# block 1

[src/rtl/mem16_word_port.sv]
// Purpose: bridges 16-bit word/byte client requests onto a byte-wide memory16 strobe/ready port.
// Latency: accept to response valid is 6 cycles for bytes and 11 for words with a 3-cycle memory busy time.
// Backpressure: one request in flight; tx_req_ready only in IDLE while memory is ready, response held until rx_rsp_ready.
module mem16_word_port (
    input  logic        aclk,
    input  logic        areset,
    input  logic        rx_req_valid,
    output logic        tx_req_ready,
    input  logic        rx_req_write,
    input  logic        rx_req_byte,
    input  logic [15:0] rx_req_addr,
    input  logic [15:0] rx_req_wdata,
    output logic        tx_rsp_valid,
    input  logic        rx_rsp_ready,
    output logic [15:0] tx_rsp_rdata,
    output logic        tx_rsp_error,
    output logic        tx_mem_enable,
    output logic        tx_mem_write,
    output logic        tx_mem_strobe,
    output logic [15:0] tx_mem_addr,
    output logic [7:0]  tx_mem_wdata,
    input  logic [7:0]  rx_mem_rdata,
    input  logic        rx_mem_ready
);

    typedef enum logic [2:0] {
        WARM    = 3'd0,
        IDLE    = 3'd1,
        LO_STB  = 3'd2,
        LO_WAIT = 3'd3,
        HI_STB  = 3'd4,
        HI_WAIT = 3'd5,
        RESP    = 3'd6
    } state_t;

    // Watchdog gives up on the 15th consecutive wait cycle without ready.
    localparam logic [3:0] WDOG_LAST = 4'd14;

    state_t      state;
    logic [1:0]  warm_cnt;
    logic [3:0]  wdog;
    logic        req_write;
    logic        req_byte;
    logic [15:0] req_addr;
    logic [7:0]  req_wdata_hi;

    // Access sequencer: every output is a register updated alongside the state.
    // tx_req_ready also tracks rx_mem_ready so a strobe is never issued into a busy memory
    // (e.g. one still finishing an access that the watchdog abandoned).
    always_ff @(posedge aclk or posedge areset) begin
        if (areset) begin
            state         <= WARM;
            warm_cnt      <= 2'd0;
            wdog          <= 4'd0;
            req_write     <= 1'b0;
            req_byte      <= 1'b0;
            req_addr      <= 16'd0;
            req_wdata_hi  <= 8'd0;
            tx_req_ready  <= 1'b0;
            tx_rsp_valid  <= 1'b0;
            tx_rsp_rdata  <= 16'd0;
            tx_rsp_error  <= 1'b0;
            tx_mem_enable <= 1'b0;
            tx_mem_write  <= 1'b0;
            tx_mem_strobe <= 1'b0;
            tx_mem_addr   <= 16'd0;
            tx_mem_wdata  <= 8'd0;
        end else begin
            tx_mem_enable <= 1'b1;
            tx_mem_strobe <= 1'b0;
            case (state)
                WARM: begin
                    if (warm_cnt == 2'd2) begin
                        state        <= IDLE;
                        tx_req_ready <= rx_mem_ready;
                    end else begin
                        warm_cnt <= warm_cnt + 2'd1;
                    end
                end
                IDLE: begin
                    if (rx_req_valid && tx_req_ready) begin
                        state         <= LO_STB;
                        tx_req_ready  <= 1'b0;
                        req_write     <= rx_req_write;
                        req_byte      <= rx_req_byte;
                        req_addr      <= rx_req_addr;
                        req_wdata_hi  <= rx_req_wdata[15:8];
                        tx_mem_strobe <= 1'b1;
                        tx_mem_write  <= rx_req_write;
                        tx_mem_addr   <= rx_req_addr;
                        tx_mem_wdata  <= rx_req_wdata[7:0];
                        tx_rsp_rdata  <= 16'd0;
                        tx_rsp_error  <= 1'b0;
                    end else begin
                        tx_req_ready <= rx_mem_ready;
                    end
                end
                LO_STB: begin
                    state <= LO_WAIT;
                    wdog  <= 4'd0;
                end
                LO_WAIT: begin
                    if (rx_mem_ready) begin
                        if (!req_write) begin
                            tx_rsp_rdata[7:0] <= rx_mem_rdata;
                        end
                        if (req_byte) begin
                            state        <= RESP;
                            tx_rsp_valid <= 1'b1;
                        end else begin
                            state         <= HI_STB;
                            tx_mem_strobe <= 1'b1;
                            tx_mem_addr   <= req_addr + 16'd1;
                            tx_mem_wdata  <= req_wdata_hi;
                        end
                    end else if (wdog == WDOG_LAST) begin
                        state        <= RESP;
                        tx_rsp_valid <= 1'b1;
                        tx_rsp_error <= 1'b1;
                        tx_rsp_rdata <= 16'd0;
                    end else begin
                        wdog <= wdog + 4'd1;
                    end
                end
                HI_STB: begin
                    state <= HI_WAIT;
                    wdog  <= 4'd0;
                end
                HI_WAIT: begin
                    if (rx_mem_ready) begin
                        if (!req_write) begin
                            tx_rsp_rdata[15:8] <= rx_mem_rdata;
                        end
                        state        <= RESP;
                        tx_rsp_valid <= 1'b1;
                    end else if (wdog == WDOG_LAST) begin
                        state        <= RESP;
                        tx_rsp_valid <= 1'b1;
                        tx_rsp_error <= 1'b1;
                        tx_rsp_rdata <= 16'd0;
                    end else begin
                        wdog <= wdog + 4'd1;
                    end
                end
                RESP: begin
                    if (rx_rsp_ready) begin
                        state        <= IDLE;
                        tx_rsp_valid <= 1'b0;
                        tx_req_ready <= rx_mem_ready;
                    end
                end
                default: begin
                    state <= WARM;
                end
            endcase
        end
    end

endmodule

[config.mk]
export PLATFORM = sky130hd
export DESIGN_NAME = mem16_word_port
export DESIGN_NICKNAME = d
export VERILOG_FILES = /design/src/rtl/mem16_word_port.sv
export SDC_FILE = /design/constraint.sdc
export NUM_CORES = 1
export LEC_CHECK = 0
export ABC_AREA = 1
export CAP_MARGIN = 5
export CELL_PAD_IN_SITES_DETAIL_PLACEMENT = 1
export CELL_PAD_IN_SITES_GLOBAL_PLACEMENT = 2
export CORE_UTILIZATION = 30
export CTS_CLUSTER_SIZE = 10
export DETAILED_ROUTE_END_ITERATION = 10
export PLACE_DENSITY_LB_ADDON = 0.1
export SYNTH_ARGS = -nofsm -noshare
export SYNTH_HDL_FRONTEND = slang
export SYNTH_SLANG_ARGS = --single-unit
[constraint.sdc]
create_clock -name aclk -period 4.5 [get_ports aclk]
set_input_delay 1.125 -clock aclk [delete_from_list [all_inputs] [get_ports aclk]]
set_output_delay 1.125 -clock aclk [all_outputs]
set_load 0.01 [all_outputs]
# block 2

`config.mk`:
```
export PLATFORM = sky130hd
export DESIGN_NAME = pipe_stage_reg
export DESIGN_NICKNAME = d
export VERILOG_FILES = /design/src/rtl/pipe_stage_reg.sv
export SDC_FILE = /design/constraint.sdc
export NUM_CORES = 1
export LEC_CHECK = 0
export ABC_CLOCK_PERIOD_IN_PS = 2700
export CORE_MARGIN = 5
export CORE_UTILIZATION = 41
export DETAILED_ROUTE_END_ITERATION = 8
export PLACE_DENSITY = 0.9
export SYNTH_ARGS = -nofsm -noshare
export SYNTH_HDL_FRONTEND = slang
export SYNTH_SLANG_ARGS = --single-unit
```
`constraint.sdc`:
```
create_clock -name clk -period 2.7 [get_ports clk]
set_input_delay 0.27 -clock clk [delete_from_list [all_inputs] [get_ports clk]]
set_output_delay 0.27 -clock clk [all_outputs]
set_load 0.03 [all_outputs]
```
`src/rtl/pipe_stage_reg.sv`:
```
// Inter-stage pipeline register with stall-vector semantics (advance / hold / bubble),
// exception flush, and saturating hold / bubble performance counters.
module pipe_stage_reg #(
   parameter int unsigned          DATA_W  = 64,
   parameter logic [DATA_W-1:0]    NOP_VAL = {DATA_W{1'b0}},
   parameter int unsigned          STALL_W = 6,
   parameter int unsigned          STAGE   = 2,
   parameter int unsigned          CNT_W   = 16
) (
   input  logic               clk,
   input  logic               rst,
   input  logic [STALL_W-1:0] stall,
   input  logic               flush,
   input  logic               in_valid,
   input  logic [DATA_W-1:0]  in_data,
   input  logic               in_fb,
   output logic               out_valid,
   output logic [DATA_W-1:0]  out_data,
   output logic               fb_o,
   input  logic               cnt_clr,
   output logic [CNT_W-1:0]   hold_cnt,
   output logic [CNT_W-1:0]   bubble_cnt
);

   // The downstream stall bit must exist in the stall vector.
   if (STAGE + 1 >= STALL_W) begin : g_bad_stage
      $error("pipe_stage_reg: STAGE+1 must be less than STALL_W");
   end

   typedef enum logic [1:0] {
      ActAdvance,
      ActHold,
      ActBubble,
      ActFlush
   } action_e;

   localparam logic [CNT_W-1:0] CntMax = {CNT_W{1'b1}};

   action_e             action;
   logic                s_up;
   logic                s_dn;

   logic                valid_q, valid_d;
   logic [DATA_W-1:0]   data_q, data_d;
   logic                fb_q, fb_d;
   logic [CNT_W-1:0]    hold_cnt_q, hold_cnt_d;
   logic [CNT_W-1:0]    bubble_cnt_q, bubble_cnt_d;

   assign s_up = stall[STAGE];
   assign s_dn = stall[STAGE+1];

   // Decode this cycle's action; flush outranks every stall combination.
   always_comb begin
      action = ActAdvance;
      if (flush) begin
         action = ActFlush;
      end else if (s_up && s_dn) begin
         action = ActHold;
      end else if (s_up) begin
         action = ActBubble;
      end
   end

   // Next payload / valid / feedback state for the decoded action.
   always_comb begin
      valid_d = valid_q;
      data_d  = data_q;
      fb_d    = fb_q;
      unique case (action)
         ActAdvance: begin
            valid_d = in_valid;
            data_d  = in_data;
            fb_d    = in_fb;
         end
         ActHold: begin
            valid_d = valid_q;
            data_d  = data_q;
            fb_d    = fb_q;
         end
         ActBubble, ActFlush: begin
            valid_d = 1'b0;
            data_d  = NOP_VAL;
            fb_d    = 1'b0;
         end
         default: begin
            valid_d = valid_q;
            data_d  = data_q;
            fb_d    = fb_q;
         end
      endcase
   end

   // Saturating counters; holding a bubble is not a lost cycle, so it is not counted.
   always_comb begin
      hold_cnt_d   = hold_cnt_q;
      bubble_cnt_d = bubble_cnt_q;
      if (action == ActHold && valid_q && hold_cnt_q != CntMax) begin
         hold_cnt_d = hold_cnt_q + CNT_W'(1);
      end
      if (action == ActBubble && bubble_cnt_q != CntMax) begin
         bubble_cnt_d = bubble_cnt_q + CNT_W'(1);
      end
      if (cnt_clr) begin
         hold_cnt_d   = '0;
         bubble_cnt_d = '0;
      end
   end

   // State registers with synchronous active-high reset.
   always_ff @(posedge clk) begin
      if (rst) begin
         valid_q      <= 1'b0;
         data_q       <= NOP_VAL;
         fb_q         <= 1'b0;
         hold_cnt_q   <= '0;
         bubble_cnt_q <= '0;
      end else begin
         valid_q      <= valid_d;
         data_q       <= data_d;
         fb_q         <= fb_d;
         hold_cnt_q   <= hold_cnt_d;
         bubble_cnt_q <= bubble_cnt_d;
      end
   end

   assign out_valid  = valid_q;
   assign out_data   = data_q;
   assign fb_o       = fb_q;
   assign hold_cnt   = hold_cnt_q;
   assign bubble_cnt = bubble_cnt_q;

endmodule

```
### The metal 2 layer, block 1

(4 px per um)
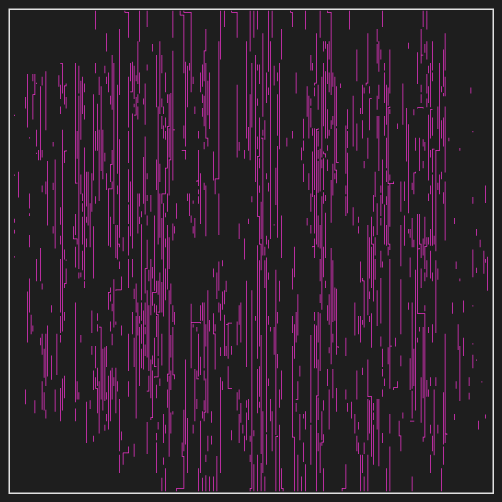
longest straight run = 50.3 um
wire length on this layer = 6170 um
nets with wire on the layer = 591
met2 Use GR: 33.2%
Total Routed Length: 12500 um

==> results.sh, block 1 <==
# source this file to load flow results
export IMPL_cp_max_fo=31
export IMPL_grtUsageMet1_pct=23.7
export IMPL_slew_viol_final=0
export IMPL_wl_met2_um=6170
export IMPL_final_nets=706
export IMPL_antenna_found_initial=0
export IMPL_antenna_left=0
export IMPL_syn_area_sq_um=4220
export IMPL_syn_to_final_growth_pct=31.5
export IMPL_hold_depth=2
export IMPL_syn_avg_cell_area_sq_um=7.39
export IMPL_postSynthSeqShare_pct=47.4
export IMPL_grt_ovfl_total=0
export IMPL_worstHoldEndpoint="req_wdata_hi[0]"
export IMPL_fin_crit_ns=3.25
export IMPL_lay_top_cells="nand2_1 (219), clkdlybuf4s50_1 (92), dfrtp_1 (80)"
export IMPL_tns_ns=0
export IMPL_cp_depth=9
export IMPL_clockRootBuffer="clkbuf_16"
export IMPL_synth_most_common_cell="nand2_1"
export IMPL_status="completed"
export IMPL_seqPwrFrac_pct=37.5
export IMPL_met1_length_um=5820
export IMPL_ff_type="dfrtp_1"
export IMPL_power_switching_mw=1.43
export IMPL_cellPowerDensity_nw_per_um2=636
export IMPL_track_usage_pct=19.0
export IMPL_switching_share_pct=40.4
export IMPL_yosys_top_cells_area="dfrtp_1 (47%), nand2_1 (19%), nand3_1 (5.3%), nor2_1 (5.2%), inv_1 (3.2%)"
==> block 1: registers in the layout, summed over array words and instances, names as in the netlist, 2 cells and up <==
name          cells
req_addr         16
tx_mem_addr      16
req_wdata_hi      8
tx_rsp_rdata     16
tx_mem_wdata      8
state             3
wdog              4
warm_cnt          2
==> block 1: final cells by class <==
class                           instances  area (sq um)
Timing Repair Buffer                   95           956
Sequential cell                        80          2000
Fill cell                            1647          7960
Tap cell                              176           220
Clock inverter                          1          5.00
Clock buffer                           13           250
Inverter                               41           159
Multi-Input combinational cell        428          1960
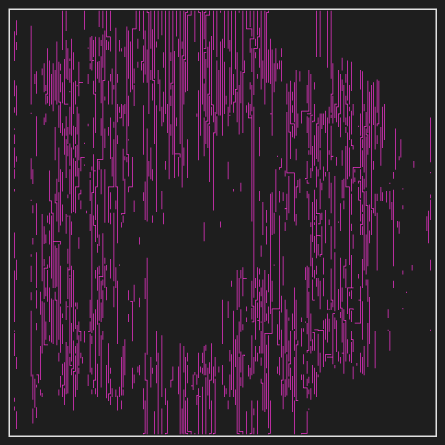
*The metal 2 layer, block 2*
(4 px per um)
wire length on this layer = 6040 um
longest straight run = 47.6 um
share of all routed wire = 50%
Total Routed Length: 12100 um
met2 Use GR: 36.1%
Vias: 3919

==> results.sh, block 2 <==
# source this file to load flow results
export IMPL_slew_viol_final=0
export IMPL_met1_length_um=4650
export IMPL_drt_pass1_iter_count=5
export IMPL_drc=0
export IMPL_warnings=30
export IMPL_edf_count=0
export IMPL_pin_count=174
export IMPL_critical_path_top_delay_family="simple AND/OR/NAND/NOR gates"
export IMPL_drt_initial_drc_count=189
export IMPL_path_clk_slew_ns=0.10
export IMPL_ys_types=35
export IMPL_slowest_delay_ns=0.63
export IMPL_ff_type="dfxtp_1"
export IMPL_status="completed"
export IMPL_drive_gt1_share_pct=5.85
export IMPL_power_leakage_nw=1.93
export IMPL_critPathBufInv=1
export IMPL_cts_tree="yes"
export IMPL_final_nets=654
export IMPL_hold_depth=3
export IMPL_ys_ff=98
export IMPL_syn_inst=419
export IMPL_cp_common_cell="or4_1"
export IMPL_diodes=0
export IMPL_routed_top_layer="met5"
export IMPL_placed_area_sq_um=5590
export IMPL_dp_hpwl_um=8870
export IMPL_busiest_layer="met2"
export IMPL_insertion_delay_ns=0.36
export IMPL_yosys_area_top_type="dfxtp_1"
export IMPL_worstMarginPinSlew_ns=1.17
export IMPL_antenna_left=0
export IMPL_place_gp_congestion=0.797
[block 2: cell type report]
| type | count | share of cell area (%) |
|---|---|---|
| Clock buffer | 10 | 2.38 |
| Clock inverter | 6 | 0.974 |
| Multi-Input combinational cell | 289 | 30.0 |
| Tap cell | 111 | 2.40 |
| Timing Repair Buffer | 177 | 30.2 |
| Sequential cell | 98 | 33.9 |
| Inverter | 1 | 0.0649 |
[block 2: kinds of logic after synthesis]
family                   share of synthesized area (%)
flip-flops                                        51.5
buffers and inverters                             3.22
adder cells (fa/ha/maj)                          0.657
AND-OR/OR-AND                                     23.3
AND/OR/NAND/NOR                                   21.3

# block 3

### M1 wires, block 3

(1 px per um) Supply wires on this layer in gray. Cells faint in the background.
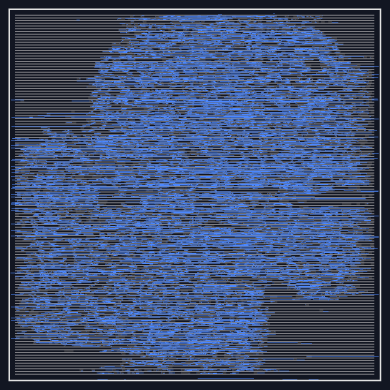
### The metal 2 layer, block 3

(1 px per um)
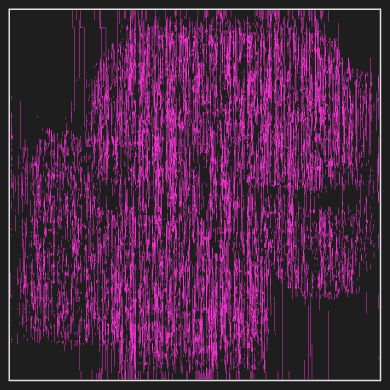
==> config.mk <==
export PLATFORM = sky130hd
export DESIGN_NAME = vertex_homogenizer_flat
export DESIGN_NICKNAME = d
export VERILOG_FILES = /design/src/rtl/render_pkg.sv /design/src/rtl/vertex_homogenizer_if.sv /design/src/rtl/matrix_bank.sv /design/src/rtl/vertex_homogenizer.sv /design/src/flat_wrapper.sv
export SDC_FILE = /design/constraint.sdc
export NUM_CORES = 1
export LEC_CHECK = 0
export CORE_MARGIN = 5
export CORE_UTILIZATION = 36
export DETAILED_ROUTE_END_ITERATION = 6
export PLACE_DENSITY = 0.51
export SLEW_MARGIN = 20
export SYNTH_ARGS = -nofsm -noshare
export SYNTH_HDL_FRONTEND = slang
export SYNTH_HIERARCHICAL = 1
export SYNTH_SLANG_ARGS = --single-unit
==> constraint.sdc <==
create_clock -name CLK -period 3.6 [get_ports CLK]
set_clock_uncertainty 0.2 [all_clocks]
set_input_delay 1.08 -clock CLK [delete_from_list [all_inputs] [get_ports CLK]]
set_output_delay 1.08 -clock CLK [all_outputs]
set_load 0.02 [all_outputs]
==> src/rtl/render_pkg.sv <==
// render_pkg: shared widths, constants and types for the vertex homogenizer
package render_pkg;
    localparam int FP_W = 16;
    localparam logic signed [FP_W-1:0] ONE_FP = 16'sh0100;
    localparam int MS_VALID = 3;
    localparam int MS_CNT_HI = 2;
    localparam int MS_CNT_LO = 0;
    typedef logic bank_t;
    typedef logic signed [FP_W-1:0] fp_t;
    typedef struct packed {
        fp_t w;
        fp_t z;
        fp_t y;
        fp_t x;
    } vec_t;
    typedef vec_t [3:0] mat_t;
endpackage

==> src/rtl/vertex_homogenizer_if.sv <==
// vertex_homogenizer_if: vertex stream in, homogeneous matrix out to normalization
interface vertex_homogenizer_if;
    import render_pkg::*;
    logic in_valid;
    logic in_ready;
    fp_t in_X, in_Y, in_Z;
    logic in_last;
    logic mat_ack;
    fp_t d11, d12, d13, d14;
    fp_t d21, d22, d23, d24;
    fp_t d31, d32, d33, d34;
    fp_t d41, d42, d43, d44;
    logic [3:0] matrix_state;
    modport master (
        output in_valid, in_X, in_Y, in_Z, in_last, mat_ack,
        input in_ready, matrix_state,
        input d11, d12, d13, d14, d21, d22, d23, d24,
        input d31, d32, d33, d34, d41, d42, d43, d44
    );
    modport slave (
        input in_valid, in_X, in_Y, in_Z, in_last, mat_ack,
        output in_ready, matrix_state,
        output d11, d12, d13, d14, d21, d22, d23, d24,
        output d31, d32, d33, d34, d41, d42, d43, d44
    );
endinterface

==> src/rtl/matrix_bank.sv <==
// matrix_bank: one 4-column vertex store that closes on its 4th or last vertex
module matrix_bank
    import render_pkg::*;
(
    input  logic       clk,
    input  logic       rst,
    input  logic       clr,
    input  logic       we,
    input  logic [1:0] col,
    input  vec_t       v,
    input  logic       last,
    output logic       full,
    output logic [2:0] count,
    output mat_t       m
);
    // write a column; the closing write records the count, clear zeroes every column
    always_ff @(posedge clk or negedge rst) begin
        if (!rst) begin
            m     <= '0;
            full  <= 1'b0;
            count <= '0;
        end else if (clr) begin
            m     <= '0;
            full  <= 1'b0;
            count <= '0;
        end else if (we) begin
            m[col] <= v;
            if (col == 2'd3 || last) begin
                full  <= 1'b1;
                count <= {1'b0, col} + 3'd1;
            end
        end
    end
endmodule

==> src/rtl/vertex_homogenizer.sv <==
// vertex_homogenizer: packs vertices into ping-pong 4x4 homogeneous matrices
module vertex_homogenizer
    import render_pkg::*;
#(
    parameter logic signed [FP_W-1:0] ONE_FP = render_pkg::ONE_FP
) (
    input logic                 CLK,
    input logic                 rst,
    vertex_homogenizer_if.slave bus
);
    bank_t      fill, pres;
    logic [1:0] wr_col;
    logic       valid;
    logic [2:0] cnt;
    mat_t       dm;
    logic [1:0] full;
    logic [2:0] bcount [2];
    mat_t       bm [2];
    logic       acc, done, ovl_full;
    logic [2:0] ovl_cnt;
    mat_t       ovl;
    vec_t       v;

    assign bus.in_ready = rst && !full[fill];
    assign acc  = bus.in_valid && bus.in_ready;
    assign done = acc && (wr_col == 2'd3 || bus.in_last);
    assign v    = '{w: ONE_FP, z: bus.in_Z, y: bus.in_Y, x: bus.in_X};

    for (genvar i = 0; i < 2; i++) begin : g_bank
        matrix_bank u_bank (
            .clk   (CLK),
            .rst   (rst),
            .clr   (valid && bus.mat_ack && pres == bank_t'(i)),
            .we    (acc && fill == bank_t'(i)),
            .col   (wr_col),
            .v     (v),
            .last  (bus.in_last),
            .full  (full[i]),
            .count (bcount[i]),
            .m     (bm[i])
        );
    end

    // the other bank as it will look after this edge, so an ack can hand over without a gap
    always_comb begin
        ovl      = bm[~pres];
        ovl_cnt  = bcount[~pres];
        ovl_full = full[~pres];
        if (done && fill != pres) begin
            ovl[wr_col] = v;
            ovl_cnt     = {1'b0, wr_col} + 3'd1;
            ovl_full    = 1'b1;
        end
    end

    // fill side: advance the write column and swap banks when a primitive closes
    always_ff @(posedge CLK or negedge rst) begin
        if (!rst) begin
            fill   <= '0;
            wr_col <= '0;
        end else if (acc) begin
            wr_col <= done ? 2'd0 : wr_col + 2'd1;
            if (done) fill <= ~fill;
        end
    end

    // present side: show the oldest full bank, hold it until acked, then move on
    always_ff @(posedge CLK or negedge rst) begin
        if (!rst) begin
            dm    <= '0;
            valid <= 1'b0;
            cnt   <= '0;
            pres  <= '0;
        end else if (!valid) begin
            if (full[pres]) begin
                dm    <= bm[pres];
                cnt   <= bcount[pres];
                valid <= 1'b1;
            end
        end else if (bus.mat_ack) begin
            pres  <= ~pres;
            valid <= ovl_full;
            cnt   <= ovl_full ? ovl_cnt : 3'd0;
            if (ovl_full) dm <= ovl;
        end
    end

    assign bus.matrix_state[MS_VALID] = valid;
    assign bus.matrix_state[MS_CNT_HI:MS_CNT_LO] = cnt;
    assign bus.d11 = dm[0].x, bus.d12 = dm[1].x, bus.d13 = dm[2].x, bus.d14 = dm[3].x;
    assign bus.d21 = dm[0].y, bus.d22 = dm[1].y, bus.d23 = dm[2].y, bus.d24 = dm[3].y;
    assign bus.d31 = dm[0].z, bus.d32 = dm[1].z, bus.d33 = dm[2].z, bus.d34 = dm[3].z;
    assign bus.d41 = dm[0].w, bus.d42 = dm[1].w, bus.d43 = dm[2].w, bus.d44 = dm[3].w;
endmodule

==> src/flat_wrapper.sv <==
// flat-port wrapper written by rule: the top's interface ports become plain ports
module vertex_homogenizer_flat import render_pkg::*;
#(
    parameter logic signed [FP_W-1:0] ONE_FP = render_pkg::ONE_FP
)
  (CLK, rst, bus_in_valid, bus_in_X, bus_in_Y, bus_in_Z, bus_in_last, bus_mat_ack, bus_in_ready, bus_matrix_state, bus_d11, bus_d12, bus_d13, bus_d14, bus_d21, bus_d22, bus_d23, bus_d24, bus_d31, bus_d32, bus_d33, bus_d34, bus_d41, bus_d42, bus_d43, bus_d44);
  vertex_homogenizer_if bus_i ();
  input logic CLK;
  input logic rst;
  input wire logic [$bits(bus_i.in_valid)-1:0] bus_in_valid;
  input wire logic [$bits(bus_i.in_X)-1:0] bus_in_X;
  input wire logic [$bits(bus_i.in_Y)-1:0] bus_in_Y;
  input wire logic [$bits(bus_i.in_Z)-1:0] bus_in_Z;
  input wire logic [$bits(bus_i.in_last)-1:0] bus_in_last;
  input wire logic [$bits(bus_i.mat_ack)-1:0] bus_mat_ack;
  output wire logic [$bits(bus_i.in_ready)-1:0] bus_in_ready;
  output wire logic [$bits(bus_i.matrix_state)-1:0] bus_matrix_state;
  output wire logic [$bits(bus_i.d11)-1:0] bus_d11;
  output wire logic [$bits(bus_i.d12)-1:0] bus_d12;
  output wire logic [$bits(bus_i.d13)-1:0] bus_d13;
  output wire logic [$bits(bus_i.d14)-1:0] bus_d14;
  output wire logic [$bits(bus_i.d21)-1:0] bus_d21;
  output wire logic [$bits(bus_i.d22)-1:0] bus_d22;
  output wire logic [$bits(bus_i.d23)-1:0] bus_d23;
  output wire logic [$bits(bus_i.d24)-1:0] bus_d24;
  output wire logic [$bits(bus_i.d31)-1:0] bus_d31;
  output wire logic [$bits(bus_i.d32)-1:0] bus_d32;
  output wire logic [$bits(bus_i.d33)-1:0] bus_d33;
  output wire logic [$bits(bus_i.d34)-1:0] bus_d34;
  output wire logic [$bits(bus_i.d41)-1:0] bus_d41;
  output wire logic [$bits(bus_i.d42)-1:0] bus_d42;
  output wire logic [$bits(bus_i.d43)-1:0] bus_d43;
  output wire logic [$bits(bus_i.d44)-1:0] bus_d44;
  assign bus_i.in_valid = bus_in_valid;
  assign bus_i.in_X = bus_in_X;
  assign bus_i.in_Y = bus_in_Y;
  assign bus_i.in_Z = bus_in_Z;
  assign bus_i.in_last = bus_in_last;
  assign bus_i.mat_ack = bus_mat_ack;
  assign bus_in_ready = bus_i.in_ready;
  assign bus_matrix_state = bus_i.matrix_state;
  assign bus_d11 = bus_i.d11;
  assign bus_d12 = bus_i.d12;
  assign bus_d13 = bus_i.d13;
  assign bus_d14 = bus_i.d14;
  assign bus_d21 = bus_i.d21;
  assign bus_d22 = bus_i.d22;
  assign bus_d23 = bus_i.d23;
  assign bus_d24 = bus_i.d24;
  assign bus_d31 = bus_i.d31;
  assign bus_d32 = bus_i.d32;
  assign bus_d33 = bus_i.d33;
  assign bus_d34 = bus_i.d34;
  assign bus_d41 = bus_i.d41;
  assign bus_d42 = bus_i.d42;
  assign bus_d43 = bus_i.d43;
  assign bus_d44 = bus_i.d44;
  vertex_homogenizer #(.ONE_FP(ONE_FP)) u_core (.CLK(CLK), .rst(rst), .bus(bus_i));
endmodule
==> results.sh <==
# source this file to load flow results
export IMPL_status="completed"
export IMPL_placed_area_sq_um=53000
export IMPL_edf_count=0
export IMPL_critPathBufInv=1
export IMPL_path_clk_slew_ns=0.06
export IMPL_lay_top_cells="dfrtp_1 (782), a21oi_1 (528), mux2i_1 (407)"
export IMPL_hold_worst_slack_ns=0.215
export IMPL_antenna_found_initial=15
export IMPL_largest_reg_flops=512
export IMPL_aoi_share_pct=24.6
export IMPL_slew_limit_headroom_pct=30.1
export IMPL_slew_viol_final=0
export IMPL_yosys_area_top_type="dfrtp_1"
export IMPL_drc=0
export IMPL_antenna_left=0
export IMPL_start_kind="register"
export IMPL_mi_logic_area_sq_um=24700
export IMPL_p_seq_mw=14.0
export IMPL_critical_path_top_delay_family="buffers and inverters"
export IMPL_syn_area_sq_um=46600
export IMPL_fp_utilization_pct=36.1
export IMPL_dp_hpwl_um=105000
export IMPL_yosysChipArea_sq_um=46600
export IMPL_syn_to_final_growth_pct=20.9
export IMPL_post_cts_buffers=0
export IMPL_cts_tree="yes"
export IMPL_grt_ovfl_total=0
About 'M1 wires' of block 3:
wire length on this layer = 77.5 mm
main direction = horizontal
nets with wire on the layer = 4391
longest straight run = 174 um
share of all routed wire = 46%
Total Routed Length: 167000 um
M1 GR Usage: 34.4%
Vias: 37700

About 'The metal 2 layer' of block 3:
main direction = vertical
wire length on this layer = 72.3 mm
longest straight run = 162 um
met2 Use GR: 35.3%

==> final cells by class <==
class	instances	area share (%)
clock inverters	35	0.820
inverters	40	0.280
flip-flops and latches	784	34.9
repair buffers	584	11.2
multi-input cells	3232	43.9
diodes	3	0.0133
clock buffers	137	5.03
well taps	1742	3.87
==> worst max path at each step <==
stage | to | slack, ns
4_1_cts | bus_matrix_state[3] | 0.1
2_1_floorplan | u_core/bus.d12[10] | 0.71
3_3_place_gp | u_core/bus.d43[5] | -0.03
5_1_grt | bus_in_ready | 0.01
3_5_place_dp | u_core/bus.d21[0] | -0.05
6_report | bus_matrix_state[3] | 0.14


==> notes/layouts.md <==
Pictures saved along the way, in no particular order.

Met3 routing.
(a)
(1.5 px per um) Cells faint in the background.
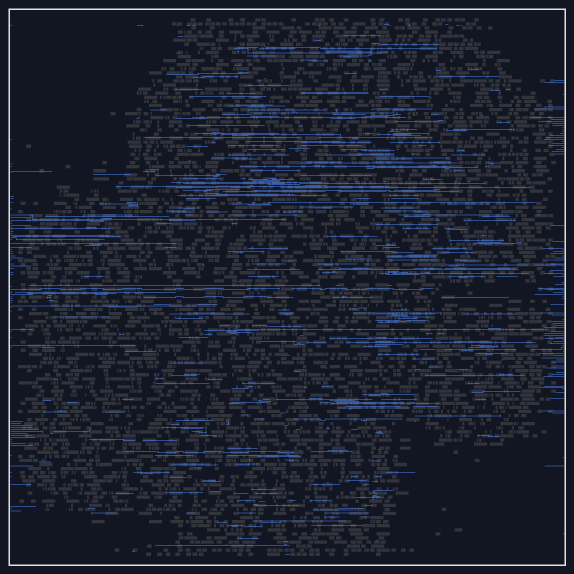
(b)
(6 px per um) Cells faint in the background.
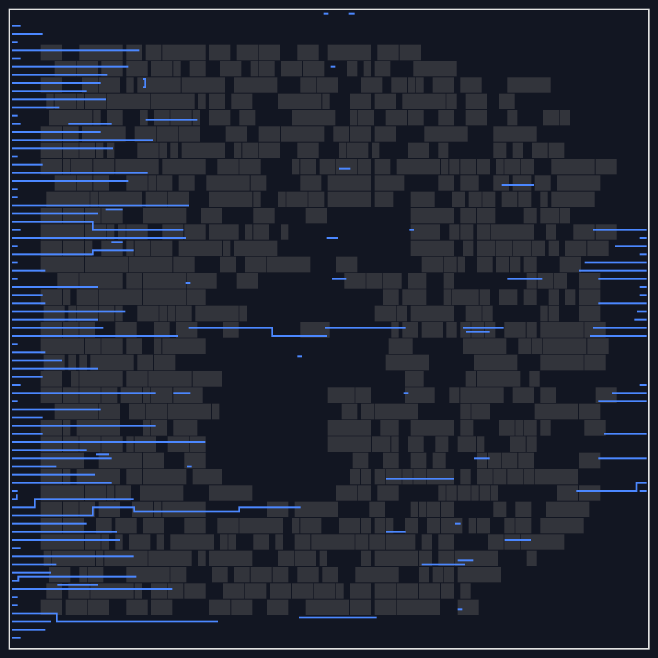
(c)
(4 px per um) Cells faint in the background.
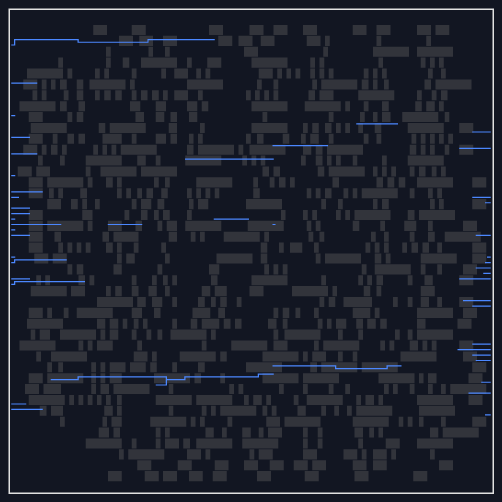
| picture | from |
|---|---|
| (c) | block 1 |
| (b) | block 2 |
| (a) | block 3 |
- largest die: (a)
- smallest die: (b)


## Gallery

Track usage over the die.
Plate I
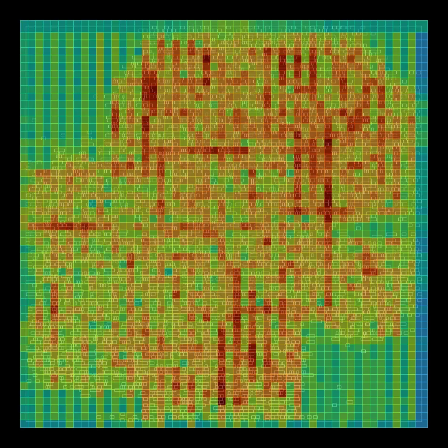
Plate II
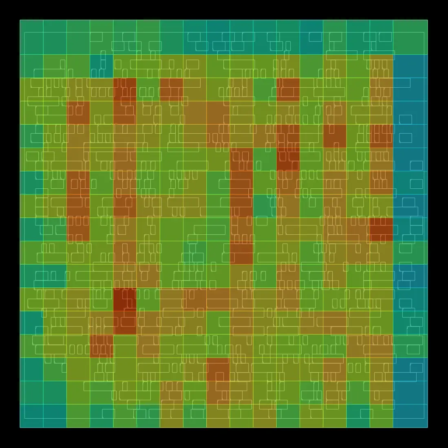
Plate III
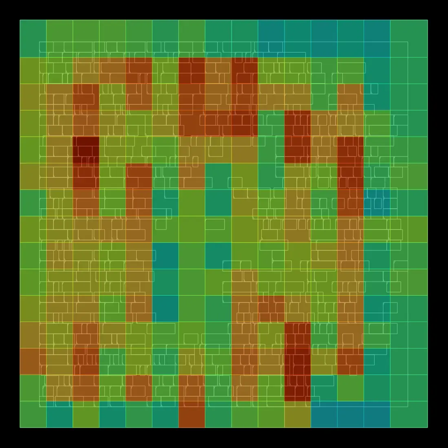
Plate III: block 2
Plate I: block 3
Plate II: block 1
Of these, most wire per cell: Plate I
Of these, least wire per cell: Plate II

